==================== block 1
==> block_1/flops_by_reg.png <==
Bar = 10 um. Other sequential cells in the stronger gray, the rest of the logic in the fainter gray.
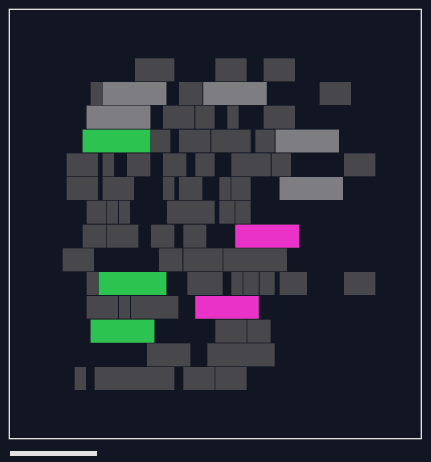

## src/rtl/acc_pkg.sv

```systemverilog
// Shared types and defaults for the matrix accelerator sequencer.
// The sequencer FSM state set and the datapath enable/finish strobe values live here.
package acc_pkg;

   typedef enum logic [1:0] {
      IDLE = 2'd0,
      LOAD = 2'd1,
      CALC = 2'd2,
      DONE = 2'd3
   } acc_state_e;

   localparam int   ACC_NUM_COLS  = 8;
   localparam int   ACC_TIMEOUT   = 1024;

   localparam logic ACC_EN_VALUE  = 1'b1;
   localparam logic ACC_END_VALUE = 1'b1;

endpackage

```

## src/rtl/acc_seq_ctrl_watchdog.sv

```systemverilog
// Stall watchdog for the accelerator sequencer, built only with ACC_SEQ_TIMEOUT_EN.
// Counts enabled cycles since the last clear and flags expiry on the LIMIT-th cycle.
`ifdef ACC_SEQ_TIMEOUT_EN
module seq_watchdog #(
   parameter int LIMIT = 1024
) (
   input  logic clk,
   input  logic rst,
   input  logic clear,
   input  logic enable,
   output logic expire
);

   localparam int CNT_W = (LIMIT > 2) ? $clog2(LIMIT) : 1;

   logic [CNT_W-1:0] cnt_r;
   logic             expire_s;

   // Expiry is flagged while the LIMIT-th stalled cycle is in progress
   always_comb begin
      expire_s = 1'b0;
      if (enable && (cnt_r == CNT_W'(LIMIT - 1))) begin
         expire_s = 1'b1;
      end else begin
         expire_s = 1'b0;
      end
   end

   // Stall cycle counter
   always_ff @(posedge clk) begin
      if (rst) begin
         cnt_r <= {CNT_W{1'b0}};
      end else if (clear) begin
         cnt_r <= {CNT_W{1'b0}};
      end else if (enable && !expire_s) begin
         cnt_r <= cnt_r + CNT_W'(1);
      end else begin
         cnt_r <= cnt_r;
      end
   end

   assign expire = expire_s;

endmodule
`endif

```

## src/rtl/acc_seq_ctrl.sv

```systemverilog
// Load/compute sequencer for the matrix accelerator with APB wait-state generation.
// Optional stall watchdog is enabled by defining ACC_SEQ_TIMEOUT_EN.
module acc_seq_ctrl
   import acc_pkg::*;
#(
   parameter int NUM_COLS = ACC_NUM_COLS,
   parameter int COL_W    = 3,
   parameter int TIMEOUT  = ACC_TIMEOUT
) (
   input  logic             clk,
   input  logic             rst,
   input  logic             start_in,
   input  logic             abort_in,
   input  logic             load_done,
   input  logic             cal_finish,
   output logic             load_en,
   output logic             ALU_en,
   output logic [COL_W-1:0] col_counter,
   output logic             acc_finish,
   output logic             pready,
   output logic             busy,
   output logic             err
);

   localparam logic [COL_W-1:0] LAST_COL = COL_W'(NUM_COLS - 1);

   acc_state_e       state_r, state_s;
   logic [COL_W-1:0] col_r, col_s;
   logic             err_r, err_s;
   logic             wd_expire_s;
   logic             load_en_r, alu_en_r, acc_finish_r, pready_r, busy_r;

`ifdef ACC_SEQ_TIMEOUT_EN
   logic wd_enable_s;
   logic wd_clear_s;

   // Watchdog runs only in the active phases and restarts on every forward step
   always_comb begin
      wd_enable_s = (state_r == LOAD) || (state_r == CALC);
      wd_clear_s  = (!wd_enable_s) ||
                    ((state_r == LOAD) && load_done) ||
                    ((state_r == CALC) && cal_finish);
   end

   seq_watchdog #(
      .LIMIT (TIMEOUT)
   ) u_watchdog (
      .clk    (clk),
      .rst    (rst),
      .clear  (wd_clear_s),
      .enable (wd_enable_s),
      .expire (wd_expire_s)
   );
`else
   logic unused_timeout_s;
   assign unused_timeout_s = (TIMEOUT != 0);
   assign wd_expire_s      = 1'b0;
`endif

   // Next-state, column index and sticky error; abort outranks watchdog outranks progress
   always_comb begin
      state_s = state_r;
      col_s   = col_r;
      err_s   = err_r;
      if (abort_in) begin
         state_s = IDLE;
         col_s   = {COL_W{1'b0}};
      end else if (wd_expire_s) begin
         state_s = IDLE;
         col_s   = {COL_W{1'b0}};
         err_s   = 1'b1;
      end else begin
         case (state_r)
            IDLE: begin
               if (start_in) begin
                  state_s = LOAD;
                  col_s   = {COL_W{1'b0}};
                  err_s   = 1'b0;
               end else begin
                  state_s = IDLE;
               end
            end
            LOAD: begin
               if (load_done) begin
                  state_s = CALC;
                  col_s   = {COL_W{1'b0}};
               end else begin
                  state_s = LOAD;
               end
            end
            CALC: begin
               if (cal_finish && (col_r == LAST_COL)) begin
                  state_s = DONE;
               end else if (cal_finish) begin
                  col_s = col_r + COL_W'(1);
               end else begin
                  state_s = CALC;
               end
            end
            DONE: begin
               state_s = IDLE;
            end
            default: begin
               state_s = IDLE;
               col_s   = {COL_W{1'b0}};
            end
         endcase
      end
   end

   // State, counter and outputs registered together so outputs track the state they decode
   always_ff @(posedge clk) begin
      if (rst) begin
         state_r      <= IDLE;
         col_r        <= {COL_W{1'b0}};
         err_r        <= 1'b0;
         load_en_r    <= ~ACC_EN_VALUE;
         alu_en_r     <= ~ACC_EN_VALUE;
         acc_finish_r <= ~ACC_END_VALUE;
         pready_r     <= 1'b1;
         busy_r       <= 1'b0;
      end else begin
         state_r      <= state_s;
         col_r        <= col_s;
         err_r        <= err_s;
         load_en_r    <= (state_s == LOAD) ? ACC_EN_VALUE : ~ACC_EN_VALUE;
         alu_en_r     <= (state_s == CALC) ? ACC_EN_VALUE : ~ACC_EN_VALUE;
         acc_finish_r <= (state_s == DONE) ? ACC_END_VALUE : ~ACC_END_VALUE;
         pready_r     <= !((state_s == LOAD) || (state_s == CALC));
         busy_r       <= (state_s == LOAD) || (state_s == CALC);
      end
   end

   assign load_en     = load_en_r;
   assign ALU_en      = alu_en_r;
   assign col_counter = col_r;
   assign acc_finish  = acc_finish_r;
   assign pready      = pready_r;
   assign busy        = busy_r;
   assign err         = err_r;

endmodule
```

## config.mk

```make
export PLATFORM = sky130hd
export DESIGN_NAME = acc_seq_ctrl
export DESIGN_NICKNAME = d
export VERILOG_FILES = /design/src/rtl/acc_pkg.sv /design/src/rtl/acc_seq_ctrl_watchdog.sv /design/src/rtl/acc_seq_ctrl.sv
export SDC_FILE = /design/constraint.sdc
export NUM_CORES = 1
export LEC_CHECK = 0
export CAP_MARGIN = 20
export CORE_AREA = 5 5 42 44
export CTS_CLUSTER_SIZE = 8
export DETAILED_ROUTE_END_ITERATION = 8
export DIE_AREA = 0 0 47 49
export PLACE_DENSITY = 0.71
export REMOVE_ABC_BUFFERS = 1
export SYNTH_ARGS = -nofsm -noshare
export SYNTH_HDL_FRONTEND = slang
export SYNTH_SLANG_ARGS = --single-unit
```

## constraint.sdc

```tcl
create_clock -name clk -period 1.75 [get_ports clk]
set_input_delay 0.175 -clock clk [delete_from_list [all_inputs] [get_ports clk]]
set_output_delay 0.175 -clock clk [all_outputs]
set_load 0.005 [all_outputs]
```

==================== block 2
## src/rtl/io_bridge.sv

```systemverilog
// io_bridge: posts console writes through a small FIFO and serialises blocking reads behind them.
// Define IO_BRIDGE_STATS_EN to add the stat_writes / stat_reads / stat_stall_cycles counters.
module io_bridge #(
  parameter logic [31:0] IO_BASE    = 32'hFFFF_0000,
  parameter int          FIFO_DEPTH = 4
) (
  input  logic        clk,
  input  logic        reset,
  input  logic        req_valid,
  input  logic [31:0] req_addr,
  input  logic        req_write,
  input  logic [31:0] req_wdata,
  output logic        req_hit,
  output logic        stall,
  output logic        rsp_valid,
  output logic [31:0] rsp_rdata,
  output logic [7:0]  io_addr,
  output logic        io_read_write,
  output logic        io_enable,
  output logic [31:0] io_data_in,
  input  logic [31:0] io_data_out,
  input  logic        io_exit,
  output logic        halted
`ifdef IO_BRIDGE_STATS_EN
  ,
  output logic [31:0] stat_writes,
  output logic [31:0] stat_reads,
  output logic [31:0] stat_stall_cycles
`endif
);

  localparam int          AW         = $clog2(FIFO_DEPTH);
  localparam logic [AW:0] FULL_COUNT = (AW+1)'(FIFO_DEPTH);

  typedef enum logic [2:0] {IDLE, DRAIN, RD_ISSUE, RD_WAIT, RD_RSP, HALT} state_t;

  state_t        state_q, state_d;
  logic [39:0]   fifo_mem [FIFO_DEPTH];
  logic [AW-1:0] wr_ptr_q, wr_ptr_d, rd_ptr_q, rd_ptr_d;
  logic [AW:0]   count_q, count_d;
  logic          rsp_valid_q, rsp_valid_d;
  logic [31:0]   rsp_rdata_q, rsp_rdata_d;
  logic [7:0]    io_addr_q, io_addr_d;
  logic          io_read_write_q, io_read_write_d;
  logic          io_enable_q, io_enable_d;
  logic [31:0]   io_data_in_q, io_data_in_d;
  logic          halted_q, halted_d;

  logic          is_load, is_store, fifo_empty, fifo_full, pop, push;
  logic [39:0]   head_entry;
  logic          unused_addr_bits;

  assign req_hit          = req_valid && (req_addr[31:16] == IO_BASE[31:16]);
  assign is_load          = req_hit && !req_write;
  assign is_store         = req_hit && req_write;
  assign fifo_empty       = (count_q == '0);
  assign fifo_full        = (count_q == FULL_COUNT);
  assign pop              = ((state_q == IDLE) || (state_q == DRAIN)) && !fifo_empty && !io_exit;
  assign head_entry       = fifo_mem[rd_ptr_q];
  assign unused_addr_bits = ^req_addr[15:8];

  // While a read is in flight the held request is the load itself.
  always_comb begin
    stall = 1'b0;
    case (state_q)
      IDLE:                     stall = is_load || (is_store && fifo_full && !pop);
      DRAIN, RD_ISSUE, RD_WAIT: stall = 1'b1;
      RD_RSP:                   stall = 1'b0;
      HALT:                     stall = req_hit;
      default:                  stall = 1'b0;
    endcase
  end

  assign push = (state_q == IDLE) && is_store && !stall && !io_exit;

  always_comb begin
    state_d         = state_q;
    wr_ptr_d        = wr_ptr_q;
    rd_ptr_d        = rd_ptr_q;
    count_d         = count_q;
    rsp_valid_d     = 1'b0;
    rsp_rdata_d     = rsp_rdata_q;
    io_addr_d       = io_addr_q;
    io_read_write_d = io_read_write_q;
    io_enable_d     = 1'b0;
    io_data_in_d    = io_data_in_q;
    halted_d        = halted_q;

    if (pop) begin
      rd_ptr_d        = rd_ptr_q + 1'b1;
      io_enable_d     = 1'b1;
      io_read_write_d = 1'b0;
      io_addr_d       = head_entry[39:32];
      io_data_in_d    = head_entry[31:0];
    end
    if (push) begin
      wr_ptr_d = wr_ptr_q + 1'b1;
    end
    case ({push, pop})
      2'b10:   count_d = count_q + 1'b1;
      2'b01:   count_d = count_q - 1'b1;
      default: count_d = count_q;
    endcase

    case (state_q)
      IDLE: begin
        if (is_load) begin
          if (fifo_empty) begin
            state_d         = RD_ISSUE;
            io_enable_d     = 1'b1;
            io_read_write_d = 1'b1;
            io_addr_d       = req_addr[7:0];
          end else begin
            state_d = DRAIN;
          end
        end
      end
      // Wait until the final write strobe has actually left before reading.
      DRAIN: begin
        if (fifo_empty && !io_enable_q) begin
          state_d         = RD_ISSUE;
          io_enable_d     = 1'b1;
          io_read_write_d = 1'b1;
          io_addr_d       = req_addr[7:0];
        end
      end
      RD_ISSUE: state_d = RD_WAIT;
      RD_WAIT: begin
        rsp_rdata_d = io_data_out;
        rsp_valid_d = 1'b1;
        state_d     = RD_RSP;
      end
      RD_RSP:  state_d = IDLE;
      HALT:    state_d = HALT;
      default: state_d = IDLE;
    endcase

    if (io_exit) begin
      state_d     = HALT;
      halted_d    = 1'b1;
      wr_ptr_d    = '0;
      rd_ptr_d    = '0;
      count_d     = '0;
      io_enable_d = 1'b0;
      rsp_valid_d = 1'b0;
    end
  end

  always_ff @(posedge clk) begin
    if (push) begin
      fifo_mem[wr_ptr_q] <= {req_addr[7:0], req_wdata};
    end
  end

  always_ff @(posedge clk or negedge reset) begin
    if (!reset) begin
      state_q         <= IDLE;
      wr_ptr_q        <= '0;
      rd_ptr_q        <= '0;
      count_q         <= '0;
      rsp_valid_q     <= 1'b0;
      rsp_rdata_q     <= '0;
      io_addr_q       <= '0;
      io_read_write_q <= 1'b0;
      io_enable_q     <= 1'b0;
      io_data_in_q    <= '0;
      halted_q        <= 1'b0;
    end else begin
      state_q         <= state_d;
      wr_ptr_q        <= wr_ptr_d;
      rd_ptr_q        <= rd_ptr_d;
      count_q         <= count_d;
      rsp_valid_q     <= rsp_valid_d;
      rsp_rdata_q     <= rsp_rdata_d;
      io_addr_q       <= io_addr_d;
      io_read_write_q <= io_read_write_d;
      io_enable_q     <= io_enable_d;
      io_data_in_q    <= io_data_in_d;
      halted_q        <= halted_d;
    end
  end

  assign rsp_valid     = rsp_valid_q;
  assign rsp_rdata     = rsp_rdata_q;
  assign io_addr       = io_addr_q;
  assign io_read_write = io_read_write_q;
  assign io_enable     = io_enable_q;
  assign io_data_in    = io_data_in_q;
  assign halted        = halted_q;

`ifdef IO_BRIDGE_STATS_EN
  logic [31:0] stat_writes_q, stat_reads_q, stat_stall_cycles_q;

  always_ff @(posedge clk or negedge reset) begin
    if (!reset) begin
      stat_writes_q       <= '0;
      stat_reads_q        <= '0;
      stat_stall_cycles_q <= '0;
    end else begin
      if (io_enable_q && !io_read_write_q && (stat_writes_q != '1))
        stat_writes_q <= stat_writes_q + 32'd1;
      if (rsp_valid_q && (stat_reads_q != '1))
        stat_reads_q <= stat_reads_q + 32'd1;
      if (stall && (stat_stall_cycles_q != '1))
        stat_stall_cycles_q <= stat_stall_cycles_q + 32'd1;
    end
  end

  assign stat_writes       = stat_writes_q;
  assign stat_reads        = stat_reads_q;
  assign stat_stall_cycles = stat_stall_cycles_q;
`endif

endmodule
```

## config.mk

```make
export PLATFORM = sky130hd
export DESIGN_NAME = io_bridge
export DESIGN_NICKNAME = d
export VERILOG_FILES = /design/src/rtl/io_bridge.sv
export SDC_FILE = /design/constraint.sdc
export NUM_CORES = 1
export LEC_CHECK = 0
export CORE_MARGIN = 2
export CORE_UTILIZATION = 34
export DETAILED_ROUTE_END_ITERATION = 10
export HOLD_SLACK_MARGIN = 0.12
export PLACE_DENSITY = 0.59
export SLEW_MARGIN = 20
export SYNTH_ARGS = -nofsm -noshare
export SYNTH_HDL_FRONTEND = slang
export SYNTH_SLANG_ARGS = --single-unit
```

## constraint.sdc

```tcl
create_clock -name clk -period 4.65 [get_ports clk]
set_input_delay 0.93 -clock clk [delete_from_list [all_inputs] [get_ports clk]]
set_output_delay 0.93 -clock clk [all_outputs]
set_load 0.02 [all_outputs]
```

==================== block 3
File: src/rtl/clk_div_pkg.sv
// Shared FSM state encoding and ratio legality check for the clock divider.
// No logic of its own; imported by the divider top.
package clk_div_pkg;

    typedef enum logic [1:0] {
        ST_IDLE = 2'd0,
        ST_RUN  = 2'd1,
        ST_PEND = 2'd2,
        ST_STOP = 2'd3
    } state_e;

    // A usable ratio is even and at least 2 (zero is even, so it needs its own test).
    function automatic logic ratio_illegal(input logic [31:0] ratio);
        return ratio[0] || (ratio < 32'd2);
    endfunction

endpackage

File: src/rtl/clk_div_core.sv
// Half-period counter and toggle flop producing the divided clock and its tick.
// Latency: clk_div and tick update on the edge the count wraps; no backpressure (free-running while run_i).
module clk_div_core #(
    parameter int CW = 7
) (
    input  logic          clk,
    input  logic          reset_n,
    input  logic [CW-1:0] half_i,
    input  logic          run_i,
    input  logic          load_i,
    output logic          clk_div_o,
    output logic          tick_o,
    output logic [CW-1:0] phase_o
);

    logic [CW-1:0] cnt_q, cnt_d;
    logic          clk_q, clk_d;
    logic          tick_q, tick_d;
    logic          wrap;

    // >= rather than == so a shrunk half-period can never let the count run past its end.
    assign wrap = (cnt_q >= half_i - CW'(1));

    always_comb begin
        cnt_d  = cnt_q;
        clk_d  = clk_q;
        tick_d = 1'b0;
        if (!run_i) begin
            cnt_d  = '0;
            clk_d  = 1'b0;
            tick_d = clk_q;
        end else if (wrap) begin
            cnt_d  = '0;
            clk_d  = ~clk_q;
            tick_d = 1'b1;
        end else if (load_i) begin
            cnt_d  = '0;
        end else begin
            cnt_d  = cnt_q + CW'(1);
        end
    end

    always_ff @(posedge clk or negedge reset_n) begin
        if (!reset_n) begin
            cnt_q  <= '0;
            clk_q  <= 1'b0;
            tick_q <= 1'b0;
        end else begin
            cnt_q  <= cnt_d;
            clk_q  <= clk_d;
            tick_q <= tick_d;
        end
    end

    assign clk_div_o = clk_q;
    assign tick_o    = tick_q;
    assign phase_o   = cnt_q;

endmodule

File: src/rtl/clk_div_sched.sv
// Glitch-free programmable 50% clock divider with run/stop scheduling; CLK_DIV_SCHED_EDGECNT_EN adds edge_cnt.
// Latency: ratio takes effect next cycle in IDLE, else at the next 1->0 toggle; cfg_ready low while a ratio is pending or stopping.
module clk_div_sched
    import clk_div_pkg::*;
#(
    parameter int DIV_W       = 8,
    parameter int DEFAULT_DIV = 6
) (
    input  logic             clk,
    input  logic             reset_n,
    input  logic             en,
    input  logic             cfg_valid,
    input  logic [DIV_W-1:0] cfg_div,
    output logic             cfg_ready,
    output logic             cfg_err,
    output logic             clk_div,
    output logic             div_tick,
    output logic [DIV_W-1:0] cur_div,
    output logic             busy
`ifdef CLK_DIV_SCHED_EDGECNT_EN
    ,
    output logic [15:0]      edge_cnt
`endif
);

    localparam int CW = DIV_W - 1;

    state_e           state_q, state_d;
    logic [DIV_W-1:0] cur_div_q, cur_div_d;
    logic [DIV_W-1:0] pend_div_q, pend_div_d;
    logic             pend_vld_q, pend_vld_d;
    logic             cfg_err_q;
    logic             cfg_hs, cfg_bad, cfg_ok;
    logic             load, apply_pend, core_run;
    logic             end_of_half, stop_now;
    logic [CW-1:0]    half, phase;

    assign cfg_ready   = (state_q == ST_IDLE) || (state_q == ST_RUN);
    assign busy        = (state_q != ST_IDLE);
    assign cfg_hs      = cfg_valid & cfg_ready;
    assign cfg_bad     = cfg_hs & ratio_illegal(32'(cfg_div));
    assign cfg_ok      = cfg_hs & ~cfg_bad;
    assign half        = cur_div_q[DIV_W-1:1];
    assign end_of_half = (phase >= half - CW'(1));
    // Stopping is only safe while low, or on the very edge that ends a high phase.
    assign stop_now    = !clk_div || end_of_half;
    // Drop run on the edge we head to IDLE so the core cannot start a new phase it would then truncate.
    assign core_run    = busy && (state_d != ST_IDLE);

    always_comb begin
        state_d    = state_q;
        cur_div_d  = cur_div_q;
        pend_div_d = pend_div_q;
        pend_vld_d = pend_vld_q;
        load       = 1'b0;
        apply_pend = 1'b0;
        case (state_q)
            ST_IDLE: begin
                if (cfg_ok) begin
                    cur_div_d = cfg_div;
                    load      = 1'b1;
                end
                if (en) state_d = ST_RUN;
            end
            ST_RUN: begin
                if (!en && stop_now) begin
                    state_d = ST_IDLE;
                    if (cfg_ok) begin
                        cur_div_d = cfg_div;
                        load      = 1'b1;
                    end
                end else begin
                    if (cfg_ok) begin
                        pend_div_d = cfg_div;
                        pend_vld_d = 1'b1;
                    end
                    if (!en)         state_d = ST_STOP;
                    else if (cfg_ok) state_d = ST_PEND;
                end
            end
            ST_PEND: begin
                // With en low on the falling edge the stop completes here, so go straight to IDLE.
                if (!en && stop_now) begin
                    state_d    = ST_IDLE;
                    apply_pend = 1'b1;
                end else if (clk_div && end_of_half) begin
                    state_d    = ST_RUN;
                    apply_pend = 1'b1;
                end else if (!en) begin
                    state_d    = ST_STOP;
                end
            end
            ST_STOP: begin
                if (end_of_half) begin
                    state_d    = ST_IDLE;
                    apply_pend = pend_vld_q;
                end
            end
            default: state_d = ST_IDLE;
        endcase
        if (apply_pend) begin
            cur_div_d  = pend_div_q;
            pend_vld_d = 1'b0;
            load       = 1'b1;
        end
    end

    always_ff @(posedge clk or negedge reset_n) begin
        if (!reset_n) begin
            state_q    <= ST_IDLE;
            cur_div_q  <= DIV_W'(DEFAULT_DIV);
            pend_div_q <= '0;
            pend_vld_q <= 1'b0;
            cfg_err_q  <= 1'b0;
        end else begin
            state_q    <= state_d;
            cur_div_q  <= cur_div_d;
            pend_div_q <= pend_div_d;
            pend_vld_q <= pend_vld_d;
            cfg_err_q  <= cfg_bad;
        end
    end

    clk_div_core #(.CW(CW)) u_core (
        .clk       (clk),
        .reset_n   (reset_n),
        .half_i    (half),
        .run_i     (core_run),
        .load_i    (load),
        .clk_div_o (clk_div),
        .tick_o    (div_tick),
        .phase_o   (phase)
    );

    assign cfg_err = cfg_err_q;
    assign cur_div = cur_div_q;

`ifdef CLK_DIV_SCHED_EDGECNT_EN
    logic [15:0] edge_cnt_q;

    always_ff @(posedge clk or negedge reset_n) begin
        if (!reset_n) begin
            edge_cnt_q <= '0;
        end else if (load) begin
            edge_cnt_q <= '0;
        end else if (core_run && !clk_div && end_of_half) begin
            edge_cnt_q <= edge_cnt_q + 16'd1;
        end
    end

    assign edge_cnt = edge_cnt_q;
`endif

endmodule
File: config.mk
export PLATFORM = sky130hd
export DESIGN_NAME = clk_div_sched
export DESIGN_NICKNAME = d
export VERILOG_FILES = /design/src/rtl/clk_div_pkg.sv /design/src/rtl/clk_div_core.sv /design/src/rtl/clk_div_sched.sv
export SDC_FILE = /design/constraint.sdc
export NUM_CORES = 1
export LEC_CHECK = 0
export ABC_AREA = 1
export CAP_MARGIN = 0
export CORE_ASPECT_RATIO = 0.5
export CORE_MARGIN = 3
export CORE_UTILIZATION = 50
export DETAILED_ROUTE_END_ITERATION = 8
export PLACE_DENSITY = 0.74
export SLEW_MARGIN = 20
export SYNTH_ARGS = -nofsm -noshare
export SYNTH_HDL_FRONTEND = slang
export SYNTH_SLANG_ARGS = --single-unit
export TNS_END_PERCENT = 10
File: constraint.sdc
create_clock -name clk -period 3.2 [get_ports clk]
set_input_delay 0.96 -clock clk [delete_from_list [all_inputs] [get_ports clk]]
set_output_delay 0.96 -clock clk [all_outputs]
set_load 0.03 [all_outputs]
==> block_2/clocks.png <==
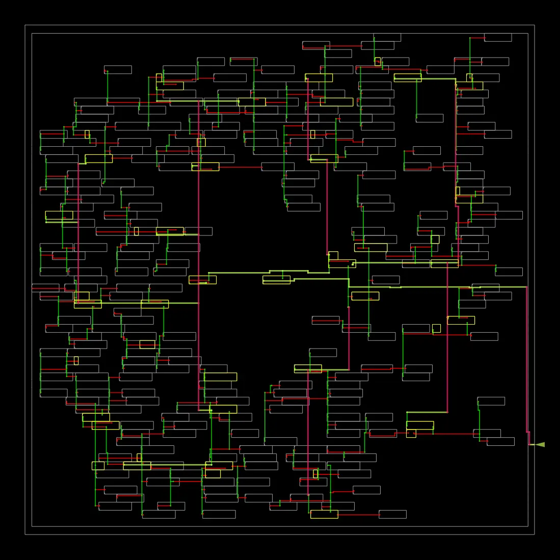
Max Clock Skew: 0.00567 ns
Flops: 246

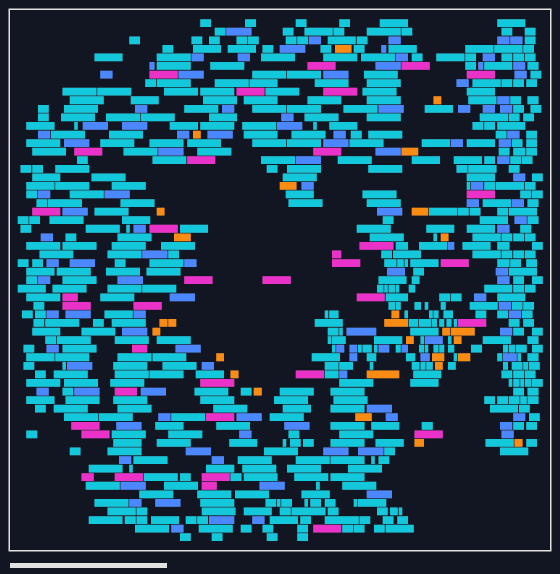
(block_2/sizes.png)
Bar = 50 um.
legend:
  _2 cells:
    color: blue
    cells: 116
  _6 and larger:
    color: magenta
    cells: 36
  _0 and _1 cells:
    color: cyan
    cells: 509
  _3 and _4 cells:
    color: orange
    cells: 28
post-route cell area: 12600 um2
worst setup margin: 0.708 ns
area grow syn2layout: 32.1%
Buffers, non-clock: 183

==> Slide: Implementation Results, block 2 <==
Implementation Results

Status
  – Outcome: completed

Final layout
  – Fraction of area in registers: 0.553
  – Inverters excl. clock: 4
  – Non-clock buffering overhead: 0.144
  – Comb area share: 0.194
  – Layout cells sized above 1: 0.261

Detailed routing
  – Drt drc: 0
  – WL met3: 1340 um
  – Met1 WL: 8270 um
  – 1st-pass router iterations: 4

Clock network
  – CTS tree: yes

Placement
  – DP Wirelength: roughly 12000 um
  – Dpl cell area: about 12000 um2

Setup path
  – CP Capture Point: stall
  – Crit end category: output port
  – Crit path DRT: 3.72 ns
  – Worst EP arrival: between 3 and 4 ns

Floorplan
  – Init Core Util: 0.344
  – Num ports: around 180

Synthesis
  – Unique cell types: 45
  – Synth Seq Share: 0.730
  – XOR/XNOR share of the synthesized area: 0.00538
  – Yosys simple share: 0.0361
  – Yosys warning tally: 0
  – Yosys reg bits: about 250

Timing
  – Max-slew violation count: 0
-- block 2: metrics by stage --
| step | setup slack, ns | instances | power (mW) |
|---|---|---|---|
| floorplan | 1.62 | 479 | 3.35 |
| global placement | 0.684 | 1018 | 4.00 |
| detailed placement | 0.657 | 1018 | 4.03 |
| CTS | 0.649 | 1067 | 6.17 |
| global route | 0.502 | 1067 | 6.35 |
| finish | 0.708 | 1067 | 6.07 |
-- block 2: worst max-delay path: stages --
cell and delay (ns):
clkdlybuf4s50_1 0.46, nand4_1 0.19, nor3_1 0.29, nand2_1 0.16, inv_1 0.10, a21oi_1 0.06
o2bb2ai_1 0.15, clkdlybuf4s50_1 0.65
-- block 2: registers in the layout, summed over array words and instances, names as in the netlist --
name           cells
io_data_in        32
io_addr            8
count_q            3
rd_ptr_q           2
halted             1
io_enable          1
io_read_write      1
rsp_valid          1
state_q            3
rsp_rdata         32
wr_ptr_q           2
fifo_mem         160
-- block 2: where the power goes --
part	switching (mW)	total, mW	internal, mW
Clock	0.831	2.11	1.28
Combinational	0.563	1.24	0.681
Sequential	0.148	2.71	2.57
Total	1.54	6.07	4.53
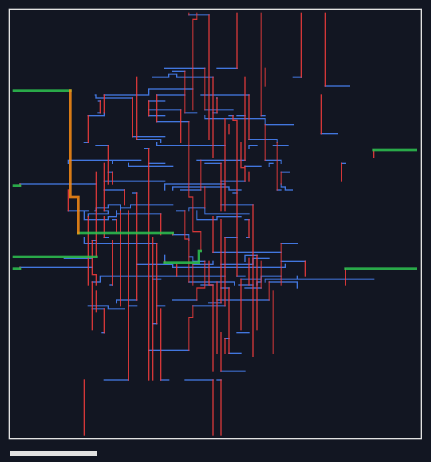
(block_1/wires.png)
Bar = 10 um.
legend:
  metal 4:
    color: orange
    wire_length: 17.2 um
  metal 3:
    color: green
    wire_length: 46.4 um
  metal 1:
    color: blue
    wire_length: 387 um
  metal 2:
    color: red
    wire_length: 524 um

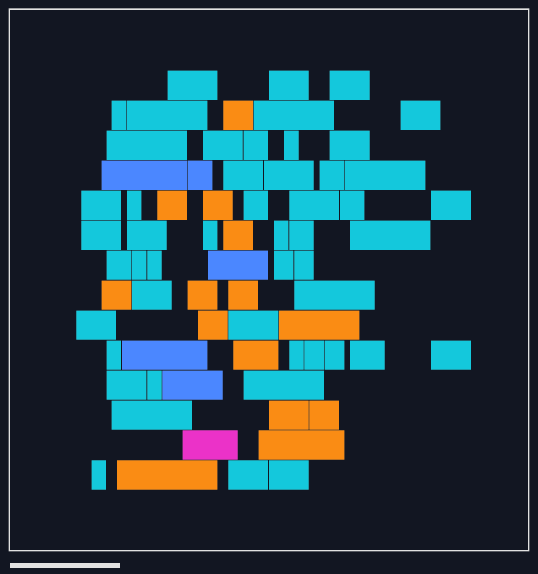
(block_1/sizes.png)
Bar = 10 um.
legend:
  _3 and _4 cells:
    color: orange
    cells: 14
  _6 and larger:
    color: magenta
    cells: 1
  _0 and _1 cells:
    color: cyan
    cells: 50
  _2 cells:
    color: blue
    cells: 5

Notes on block_1/flops_by_reg.png above:
legend:
  state_r:
    color: magenta
    placed_flops: 2
  col_counter:
    color: green
    placed_flops: 3
not colored: 5

==> Slide: Implementation Results, block 1 <==
Implementation Results

Detailed routing
  – Vias: 403
  – 1st-pass router iterations: 4
  – First-iteration detailed-routing DRC count: 8

Clock network
  – CTS Buffer Depth: 2

Setup path
  – CP Capture Point: pready
  – Crit-path leading delay family: adder cells

Worst hold path
  – Hold Startpoint: col_counter[2]

Synthesis
  – Yosys simple share: 0.277
  – Top post-synthesis cells by count: dfxtp_1, ha_1, nand2_1, nor2_1
  – EDFF count, synth: 0
  – Area share of the largest cell type after synthesis: 0.415
  – Adder share: 0.130
  – Top logic family: simple AND/OR/NAND/NOR gates
  – Mapped Area: approximately 480 um2
  – Unique cell types: 21

GRT
  – Vias in the first global route: 380
  – Grt total ovfl: 0
  – Initial antenna violation count: 0

Floorplan
  – Die area: 2300 um2
  – Num ports: 15
  – FP Rows: 14

Pwr
  – NetSw: approximately 0.11 mW
  – Tot Pwr: between 0.5 and 0.6 mW
  – Flop pwr share: 0.466
  – Power per cell area: 683 nW/um2

Placement
  – Routability cong.: 0.649

Status
  – Outcome: completed

Timing
  – Max Clock Skew: about 0.005 ns

Final layout
  – Util after Layout: 0.532
block 1: power groups by stage:
stage	combinational (mW)	sequential [mW]	clock, mW
2_1_floorplan	0.0264	0.242	0
3_3_place_gp	0.0616	0.242	0
3_5_place_dp	0.0623	0.242	0
4_1_cts	0.0623	0.237	0.212
5_1_grt	0.0697	0.238	0.225
6_report	0.0646	0.238	0.208
block 1: flip-flops by register name, summed over array words and instances (netlist names):
register,count
acc_finish,1
busy,1
load_en,1
pready,1
ALU_en,1
state_r,2
col_counter,3
block 1: layer usage:
layer	share of wire	up-vias	track usage
met3	0.047	2	0.0369
met2	0.54	8	0.140
li1	-	206	-
met1	0.40	187	0.109
met5	0	-	0
met4	0.017	0	0.0691
block 1: tightest hold or removal path, cell delays in order (launching register included):
cell	delay, ns
dfxtp_1	0.33
buf_4	0.13
nand2_1	0.05
mux2i_1	0.05
block 1: area by class of cell:
cell class,instances,area (um2),area share
timing repair buffer,19,175,0.235
multi-input combinational,35,304,0.408
sequential,10,203,0.272
inverter,2,7.51,0.0101
clock buffer,4,36.3,0.0487
tap,16,20.0,0.0268
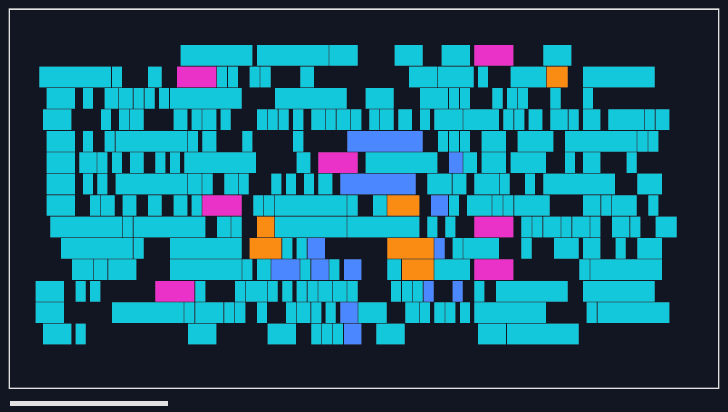
(block_3/sizes.png)
Bar = 20 um.
legend:
  _6 and larger:
    color: magenta
    cells: 7
  _0 and _1 cells:
    color: cyan
    cells: 231
  _3 and _4 cells:
    color: orange
    cells: 6
  _2 cells:
    color: blue
    cells: 13
Buffers, non-clock: 25
worst setup margin: 0.380 ns
area grow syn2layout: 21.1%
post-route cell area: 2130 um2

==> Slide: Implementation Results, block 3 <==
Implementation Results

Synthesis
  – Yosys reg bits: 29
  – Cell taking the most area after synthesis: dfrtp_1
  – Top logic family: simple AND/OR/NAND/NOR gates
  – Top post-synthesis cells by count: nand2_1, inv_1, dfrtp_1, nor2_1, nand3_1

Run
  – Max Cap Viol: 0
  – OpenROAD warnings: 26

Detailed routing
  – Routed wire length: 3600 um
  – Routed length on met2: 1490 um
  – Detail Route Antenna Nets: 0

Floorplan
  – Init Core Util: 0.554

Timing
  – Setup violators final: 0
  – Worst Max-Slew Pin Slew: between 0.3 and 0.4 ns

Worst hold path
  – Hold path cells: 2
  – WHS Endpoint: pend_div_q[0]

Status
  – Outcome: completed

GRT
  – Global Route met3 Usage: 0.0549
  – Total GRT Usage: 0.181

Setup path
  – Worst Path Buf+Inv: 2
  – CP Capture Point: cur_div[4]
  – FF-to-FF End: cur_div[4]
  – Crit path depth: 18

Placement
  – Placed cell count: slightly below 300

Clock network
  – CTS Buffer Depth: 2

Pwr
  – Leakage power figure: about 1.1 nW
  – NetSw: ~0.16 mW
  – Tot Pwr: ~0.73 mW
-- block 3: state kept, by name, indices dropped and copies added (netlist names) --
| register | flops |
|---|---|
| cur_div | 8 |
| pend_vld_q | 1 |
| u_core.phase_o | 7 |
| pend_div_q | 8 |
| u_core.clk_div_o | 1 |
| cfg_err | 1 |
| u_core.tick_o | 1 |
| state_q | 2 |
-- block 3: worst min-delay path: cells and delay by family (launching register included) --
family                 cells  cell delay, ns
flip-flops                 1            0.34
AND/OR/NAND/NOR            1            0.05
buffers and inverters      1            0.05
-- block 3: through the flow --
| step | cell area (um2) | worst slack [ns] | util | hold WS (ns) |
|---|---|---|---|---|
| after detailed placement | 2030 | 0.399 | 0.639 | 0.453 |
| final | 2130 | 0.380 | 0.671 | 0.472 |
| after CTS | 2130 | 0.382 | 0.671 | 0.470 |
| after global routing | 2130 | 0.179 | 0.671 | 0.497 |
| after floorplan | 1760 | 0.615 | - | 0.436 |
| after global placement | 2030 | 0.510 | 0.639 | 0.453 |

==> screenshots <==
I/O nets highlighted.
shot_01.png
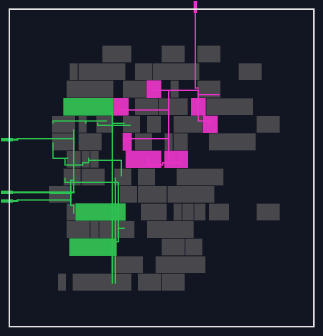
shot_02.png
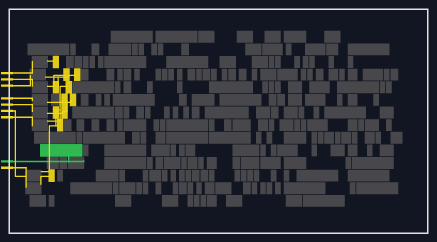
shot_03.png
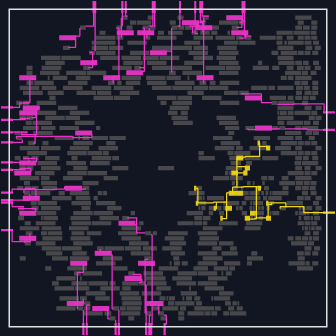
shot_03.png is block 2.
shot_01.png is block 1.
shot_02.png is block 3.
- most cells: shot_03.png


Power and IR drop assume default switching activity.
